=== imem_loader ===
Fig. 1: imem_loader, clock wires, drivers and flops
The bar under the picture is 20 um long.
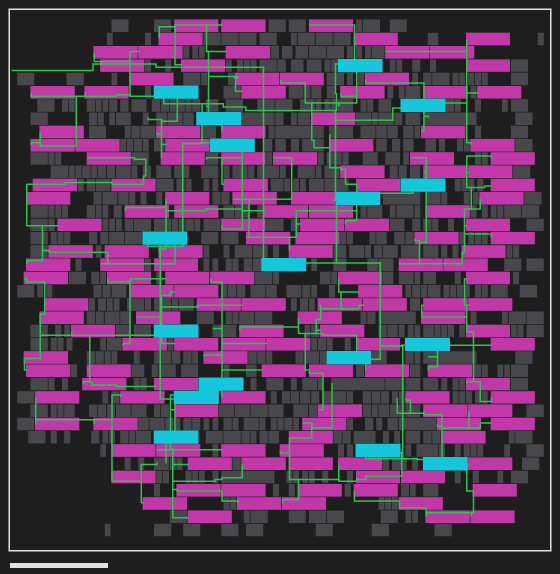

## config.mk

```make
export PLATFORM = sky130hd
export DESIGN_NAME = imem_loader
export DESIGN_NICKNAME = d
export VERILOG_FILES = /design/src/rtl/mips_pkg.sv /design/src/rtl/byte_assembler.sv /design/src/rtl/imem_loader.sv
export SDC_FILE = /design/constraint.sdc
export NUM_CORES = 1
export LEC_CHECK = 0
export CORE_UTILIZATION = 60
export DETAILED_ROUTE_END_ITERATION = 12
export PLACE_DENSITY = 0.85
export SYNTH_ARGS = -nofsm -noshare
export SYNTH_HDL_FRONTEND = slang
export SYNTH_HIERARCHICAL = 1
export SYNTH_SLANG_ARGS = --single-unit
```

## constraint.sdc

```tcl
create_clock -name clock -period 11.7 [get_ports clock]
set_input_delay 2.925 -clock clock [delete_from_list [all_inputs] [get_ports clock]]
set_output_delay 2.925 -clock clock [all_outputs]
set_load 0.02 [all_outputs]
```

## src/rtl/mips_pkg.sv

```systemverilog
// rtl/mips_pkg.sv - shared types and constants for the instruction-memory loader
package mips_pkg;

   localparam int INSTR_W        = 32;
   localparam int BYTES_PER_WORD = 4;

   typedef enum logic [2:0] {
      IDLE,
      LOAD,
      CHECK,
      DONE,
      ERROR
   } loader_state_t;

endpackage

```

## src/rtl/byte_assembler.sv

```systemverilog
// rtl/byte_assembler.sv - packs a byte stream big-endian into 32-bit words
module byte_assembler
   import mips_pkg::*;
(
   input  logic               clock,
   input  logic               reset,
   input  logic               clear,
   input  logic               in_valid,
   input  logic [7:0]         in_byte,
   output logic               word_valid,
   output logic [INSTR_W-1:0] word
);

   logic [1:0]  r_cnt;
   logic [23:0] r_shift;

   // The word completes on the fourth byte itself, so the FSM can act on the same edge.
   assign word_valid = in_valid && (r_cnt == 2'(BYTES_PER_WORD - 1));
   assign word       = {r_shift, in_byte};

   always_ff @(posedge clock or posedge reset) begin
      if (reset) begin
         r_cnt   <= '0;
         r_shift <= '0;
      end else if (clear) begin
         r_cnt   <= '0;
         r_shift <= '0;
      end else if (in_valid) begin
         r_cnt   <= r_cnt + 2'd1;
         r_shift <= {r_shift[15:0], in_byte};
      end
   end

endmodule

```

## src/rtl/imem_loader.sv

```systemverilog
// rtl/imem_loader.sv - loads a checksummed program into instruction memory, holding the CPU
module imem_loader
   import mips_pkg::*;
#(
   parameter int                WORDS     = 9,
   parameter int                ADDR_W    = 32,
   parameter logic [ADDR_W-1:0] BASE_ADDR = '0
) (
   input  logic               clock,
   input  logic               reset,
   input  logic               start,
   input  logic               byte_valid,
   input  logic [7:0]         byte_data,
   output logic               byte_ready,
   output logic               wr_en,
   output logic [ADDR_W-1:0]  wr_addr,
   output logic [INSTR_W-1:0] wr_data,
   output logic               cpu_hold,
   output logic               load_done,
   output logic               load_err
);

   localparam int CNT_W = (WORDS > 1) ? $clog2(WORDS) : 1;

   loader_state_t      r_state, w_next;
   logic [CNT_W-1:0]   r_wcnt;
   logic [ADDR_W-1:0]  r_next_addr;
   logic [INSTR_W-1:0] r_acc;
   logic               r_wr_en;
   logic [ADDR_W-1:0]  r_wr_addr;
   logic [INSTR_W-1:0] r_wr_data;

   logic               w_accept;
   logic               w_clear;
   logic               w_word_valid;
   logic [INSTR_W-1:0] w_word;
   logic               w_word_in_load;

   assign byte_ready     = (r_state == LOAD) || (r_state == CHECK);
   assign w_accept       = byte_valid && byte_ready;
   assign w_clear        = start && (r_state == IDLE || r_state == DONE || r_state == ERROR);
   assign w_word_in_load = w_word_valid && (r_state == LOAD);

   byte_assembler u_asm (
      .clock      (clock),
      .reset      (reset),
      .clear      (w_clear),
      .in_valid   (w_accept),
      .in_byte    (byte_data),
      .word_valid (w_word_valid),
      .word       (w_word)
   );

   always_ff @(posedge clock or posedge reset) begin
      if (reset) r_state <= IDLE;
      else       r_state <= w_next;
   end

   always_comb begin
      w_next = r_state;
      case (r_state)
         IDLE, DONE, ERROR: if (start) w_next = LOAD;
         LOAD:  if (w_word_valid && r_wcnt == CNT_W'(WORDS - 1)) w_next = CHECK;
         CHECK: if (w_word_valid) w_next = (w_word == r_acc) ? DONE : ERROR;
         default: w_next = IDLE;
      endcase
   end

   always_ff @(posedge clock or posedge reset) begin
      if (reset) begin
         r_wcnt      <= '0;
         r_next_addr <= '0;
         r_acc       <= '0;
         r_wr_en     <= 1'b0;
         r_wr_addr   <= '0;
         r_wr_data   <= '0;
      end else begin
         r_wr_en <= w_word_in_load;
         if (w_clear) begin
            r_wcnt      <= '0;
            r_next_addr <= BASE_ADDR;
            r_acc       <= '0;
         end else if (w_word_in_load) begin
            r_wcnt      <= r_wcnt + CNT_W'(1);
            r_next_addr <= r_next_addr + ADDR_W'(BYTES_PER_WORD);
            r_acc       <= r_acc ^ w_word;
            r_wr_addr   <= r_next_addr;
            r_wr_data   <= w_word;
         end
      end
   end

   assign wr_en     = r_wr_en;
   assign wr_addr   = r_wr_addr;
   assign wr_data   = r_wr_data;
   assign cpu_hold  = (r_state != DONE);
   assign load_done = (r_state == DONE);
   assign load_err  = (r_state == ERROR);

endmodule

```

=== regfile_mp ===
--- config.mk ---
export PLATFORM = sky130hd
export DESIGN_NAME = regfile_mp
export DESIGN_NICKNAME = d
export VERILOG_FILES = /design/src/rtl/regfile_mp.sv
export SDC_FILE = /design/constraint.sdc
export NUM_CORES = 2
export LEC_CHECK = 0
export ABC_AREA = 1
export CAP_MARGIN = 20
export CELL_PAD_IN_SITES_DETAIL_PLACEMENT = 1
export CELL_PAD_IN_SITES_GLOBAL_PLACEMENT = 2
export CORE_AREA = 2 2 379 381
export DETAILED_ROUTE_END_ITERATION = 8
export DIE_AREA = 0 0 381 383
export GPL_TIMING_DRIVEN = 0
export HOLD_SLACK_MARGIN = 0.12
export PLACE_DENSITY_LB_ADDON = 0.08
export SETUP_SLACK_MARGIN = 0.15
export SYNTH_ARGS = -nofsm -noshare
export SYNTH_HDL_FRONTEND = slang
export SYNTH_SLANG_ARGS = --single-unit
--- constraint.sdc ---
create_clock -name clk -period 5.39 [get_ports clk]
set_clock_uncertainty 0.05 [all_clocks]
set_input_delay 1.078 -clock clk [delete_from_list [all_inputs] [get_ports clk]]
set_output_delay 1.078 -clock clk [all_outputs]
set_load 0.05 [all_outputs]
--- src/rtl/regfile_mp.sv ---
// regfile_mp: parametrised multi-port register file with write-to-read
// bypass, optional registered read and a per-register busy scoreboard.
//
// Ports:
//   clk, rst_n            clock, asynchronous active-low reset
//   we, waddr, wdata      writeback port
//   raddr[NRD*AW]         read addresses, port i at [i*AW +: AW]
//   re[NRD]               per-port read enable (registered mode only)
//   rdata[NRD*WIDTH]      read data, port i at [i*WIDTH +: WIDTH]
//   rvalid[NRD]           read data valid (tied high in combinational mode)
//   busy_set, busy_addr   mark a destination register as pending
//   rbusy[NRD]            read address has a pending write
//   busy[DEPTH]           full scoreboard vector
module regfile_mp #(
  parameter int unsigned WIDTH    = 32,
  parameter int unsigned DEPTH    = 32,
  parameter int unsigned NRD      = 2,
  parameter bit          ZERO_REG = 1'b1,
  parameter bit          BYPASS   = 1'b1,
  parameter bit          READ_REG = 1'b0,
  localparam int unsigned AW      = $clog2(DEPTH)
) (
  input  logic                 clk,
  input  logic                 rst_n,
  input  logic                 we,
  input  logic [AW-1:0]        waddr,
  input  logic [WIDTH-1:0]     wdata,
  input  logic [NRD*AW-1:0]    raddr,
  input  logic [NRD-1:0]       re,
  output logic [NRD*WIDTH-1:0] rdata,
  output logic [NRD-1:0]       rvalid,
  input  logic                 busy_set,
  input  logic [AW-1:0]        busy_addr,
  output logic [NRD-1:0]       rbusy,
  output logic [DEPTH-1:0]     busy
);

  // One extra bit so DEPTH itself is representable when DEPTH is a power of two.
  localparam logic [AW:0] DEPTH_W = (AW+1)'(DEPTH);

  logic [WIDTH-1:0]     mem_q [DEPTH];
  logic [WIDTH-1:0]     mem_d [DEPTH];
  logic [DEPTH-1:0]     busy_q, busy_d;
  logic                 wr_ok, bs_ok;
  logic [NRD*WIDTH-1:0] rd_v;
  logic [NRD-1:0]       rbusy_v;

  // Address names a real, writable register (in range and not the zero register).
  function automatic logic addr_ok(input logic [AW-1:0] a);
    return ({1'b0, a} < DEPTH_W) && !(ZERO_REG && (a == '0));
  endfunction

  assign wr_ok = we && addr_ok(waddr);
  assign bs_ok = busy_set && addr_ok(busy_addr);

  // Clear on writeback first, then set, so a same-cycle reissue keeps the bit.
  always_comb begin
    mem_d  = mem_q;
    busy_d = busy_q;
    for (int r = 0; r < DEPTH; r++) begin
      if (wr_ok && (waddr == AW'(r))) begin
        mem_d[r]  = wdata;
        busy_d[r] = 1'b0;
      end
      if (bs_ok && (busy_addr == AW'(r))) begin
        busy_d[r] = 1'b1;
      end
    end
  end

  always_ff @(posedge clk or negedge rst_n) begin
    if (!rst_n) begin
      for (int r = 0; r < DEPTH; r++) begin
        mem_q[r] <= '0;
      end
      busy_q <= '0;
    end else begin
      mem_q  <= mem_d;
      busy_q <= busy_d;
    end
  end

  for (genvar g = 0; g < NRD; g++) begin : g_rd
    logic [AW-1:0]    ra;
    logic             ok;
    logic             fwd;
    logic [WIDTH-1:0] mem_v;
    logic             busy_v;

    assign ra  = raddr[g*AW +: AW];
    assign ok  = addr_ok(ra);
    // Only a write that will actually land is forwarded.
    assign fwd = BYPASS && wr_ok && (waddr == ra);

    // Explicit mux keeps out-of-range addresses from indexing past DEPTH.
    always_comb begin
      mem_v  = '0;
      busy_v = 1'b0;
      for (int r = 0; r < DEPTH; r++) begin
        if (ra == AW'(r)) begin
          mem_v  = mem_q[r];
          busy_v = busy_q[r];
        end
      end
    end

    assign rd_v[g*WIDTH +: WIDTH] = !ok ? '0 : (fwd ? wdata : mem_v);
    // A bypassed writeback this cycle already resolves the hazard.
    assign rbusy_v[g] = ok && busy_v && !fwd;
  end

  assign rbusy = rbusy_v;
  assign busy  = busy_q;

  if (READ_REG) begin : g_rreg
    logic [NRD*WIDTH-1:0] rdata_q, rdata_d;
    logic [NRD-1:0]       rvalid_q, rvalid_d;

    always_comb begin
      rdata_d = rdata_q;
      for (int i = 0; i < NRD; i++) begin
        if (re[i]) begin
          rdata_d[i*WIDTH +: WIDTH] = rd_v[i*WIDTH +: WIDTH];
        end
      end
    end

    assign rvalid_d = re;

    always_ff @(posedge clk or negedge rst_n) begin
      if (!rst_n) begin
        rdata_q  <= '0;
        rvalid_q <= '0;
      end else begin
        rdata_q  <= rdata_d;
        rvalid_q <= rvalid_d;
      end
    end

    assign rdata  = rdata_q;
    assign rvalid = rvalid_q;
  end else begin : g_rcomb
    logic unused_re;
    assign unused_re = ^re;
    assign rdata     = rd_v;
    assign rvalid    = '1;
  end

endmodule


## Gallery

Signal wires on met3.
panel A
The bar under the picture is 100 um long. Cells faint in the background.
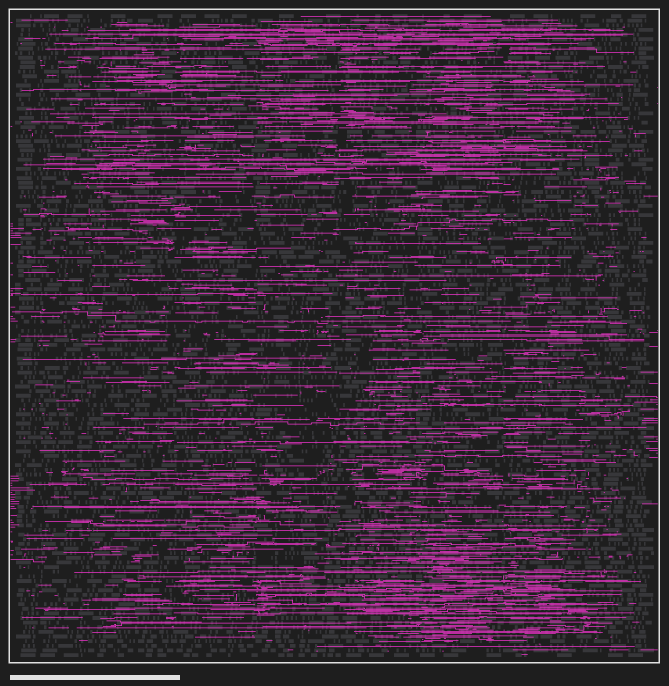
panel B
The bar under the picture is 20 um long. Cells faint in the background.
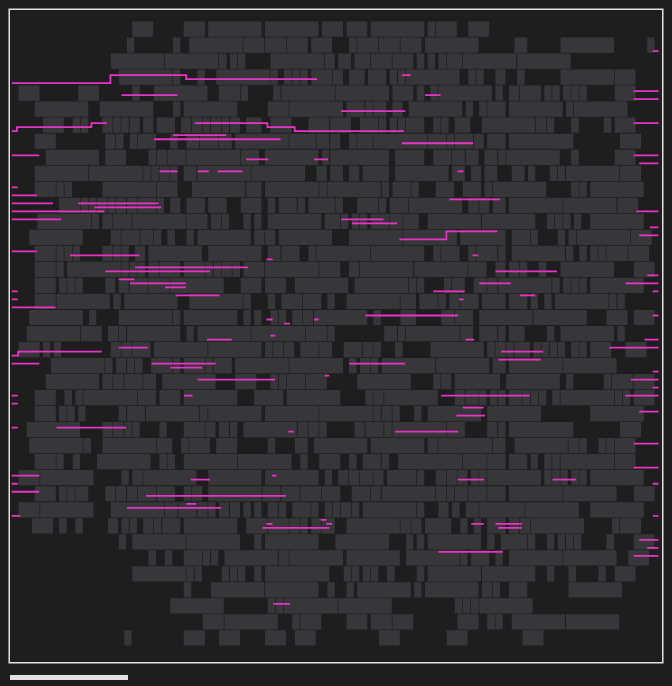
regfile_mp -> panel A
imem_loader -> panel B

Key to panel B:
share of all routed wire = 4.7%
wire length on this layer = 718 um
longest straight run = 23.5 um
main direction = horizontal

Fig. 2: imem_loader, wiring by layer
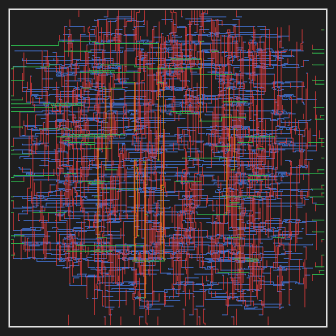
M3 -> green  # wire length 718 um
M1 -> blue  # wire length 6440 um
M2 -> red  # wire length 7770 um
M4 -> orange  # wire length 439 um
wirelength, routed: 15380 um
DR WL/cell: 16.03 um
total track usage: 26.46%
count of vias placed by the detailed router: 5484

## Picture notes: Fig. 1
clock-net drivers -> cyan  # count 17
flip-flops -> magenta  # count 158
clock wires -> green  # length 1740 um
routed clock nets = 18
clock network power consumption: 0.587 mW
Latency at later pin: 420 ps
final setup skew: 8.200 ps
clock share of power: 27.9%

==> summary.txt, imem_loader <==
run metrics: result of the run completed, reported combinational group power 0.651 mW, post-synthesis async set-or-reset flop share 100.0%, number of stages on the worst hold path 2, Hold Path Class register to register, Simple-Gate Fraction of Synth Area 21.82%, core occupancy in the finished layout 74.10%, biggest combinational cell group after synthesis simple AND/OR/NAND/NOR gates, relative contribution of sequential cells to total power 41.1%, Net count, final 820, area share, top type 55.79%, # clk buffers 22, proportion of total power due to net switching 35.33%, number of synthesized flops with an enable pin 0, cell types with the highest counts after synthesis sky130_fd_sc_hd__nand2_1, sky130_fd_sc_hd__dfrtp_1, sky130_fd_sc_hd__nor2_1, Psw 0.7419 mW, Non-clock buffer share 9.719%, number of ports placed on the die boundary 81
Fig. 3: regfile_mp, congestion heat map
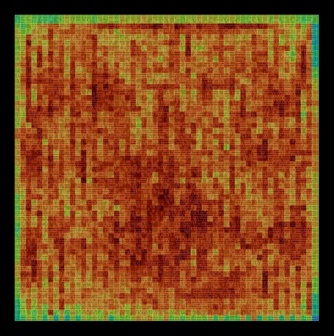
DR WL/cell: 35.48 um
met3 usage in global routing: 15.48%

Fig. 4: regfile_mp, clock wires, drivers and flops
The bar under the picture is 100 um long.
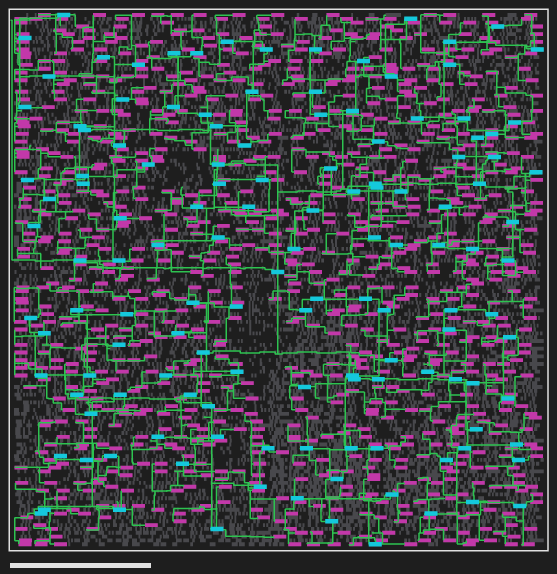
clock wires -> green  # length 16600 um
flip-flops -> magenta  # count 1024
clock-net drivers -> cyan  # count 134
flops lie = all over the die
routed clock nets = 135
clock network power consumption: 9.17 mW
clock share of power: 36.1%

==> summary.txt, regfile_mp <==
run metrics: result of the run finished with violations, violations in the final reports negative setup slack, total CTS buffers 134, Top cells excl fill/tap sky130_fd_sc_hd__nand2_1, sky130_fd_sc_hd__o21ai_0, sky130_fd_sc_hd__dfrtp_1, sky130_fd_sc_hd__inv_1, sky130_fd_sc_hd__nor2_1, number of ports placed on the die boundary 158, prevailing post-synth register cell sky130_fd_sc_hd__dfrtp_1, Synth top cell by count sky130_fd_sc_hd__nand2_1, standard cell core area 0.1423 mm2, area share of fa/ha/maj cells after synthesis 0%, WP buf/inv 5, detailed-routed wire length on met2 154400 um, Seq. cell area 0.02562 mm2, uppermost layer routed met5, setup repair after global routing missed its margin true, number of buffers inserted for hold repair after clock tree synthesis 0, Largest stage delay, worst path 480 ps, area fraction in compound gates after synthesis 11.98%, data arrival at the endpoint of the critical path 5420 ps, Worst Max-Slew Pin Slew 1261 ps, post-route setup slack -1156 ps, XORs/XNORs by Area 0.1277%, post-layout instance count excluding filler cells 10238, Combinational Gates 5555, post-detailed-route DRC marker count 0, proportion of total power due to net switching 36.13%, data required time at the worst endpoint 4260 ps, final setup vio count 66, Slew HR 15.68%, root buffer cell sky130_fd_sc_hd__clkbuf_16, Global Route met1 Usage 58.68%, die height 383 um, number of cell rows 139, level count of the clock H-tree 4, library cell occupying the most area in the post-synthesis netlist sky130_fd_sc_hd__dfrtp_1, area of combinational cells with multiple inputs 0.02770 mm2, Total Power Consumption 25.38 mW


==> screenshots <==
Metal 2.
Cells faint in the background.
Plate I
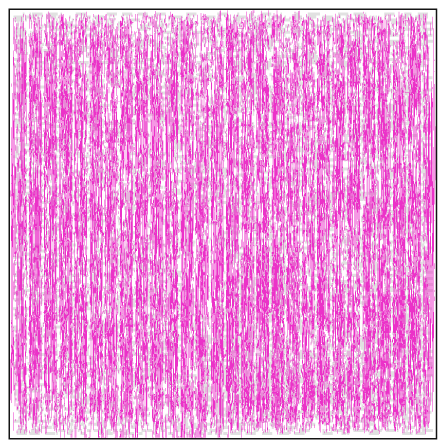
Plate II
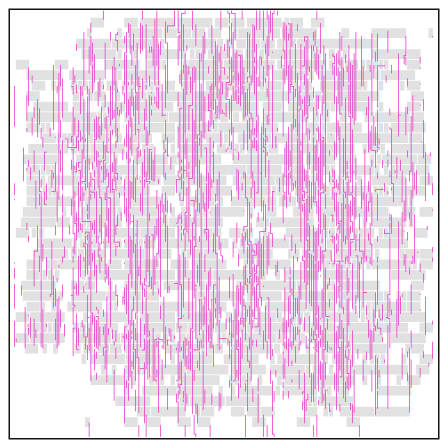
| picture | from |
|---|---|
| Plate II | imem_loader |
| Plate I | regfile_mp |

Key to Plate II:
wire length on this layer = 7770 um
nets with wire on the layer = 701
longest straight run = 40.1 um
share of all routed wire = 51%

Power figures rest on the tool's default switching activity, not on a simulated workload.
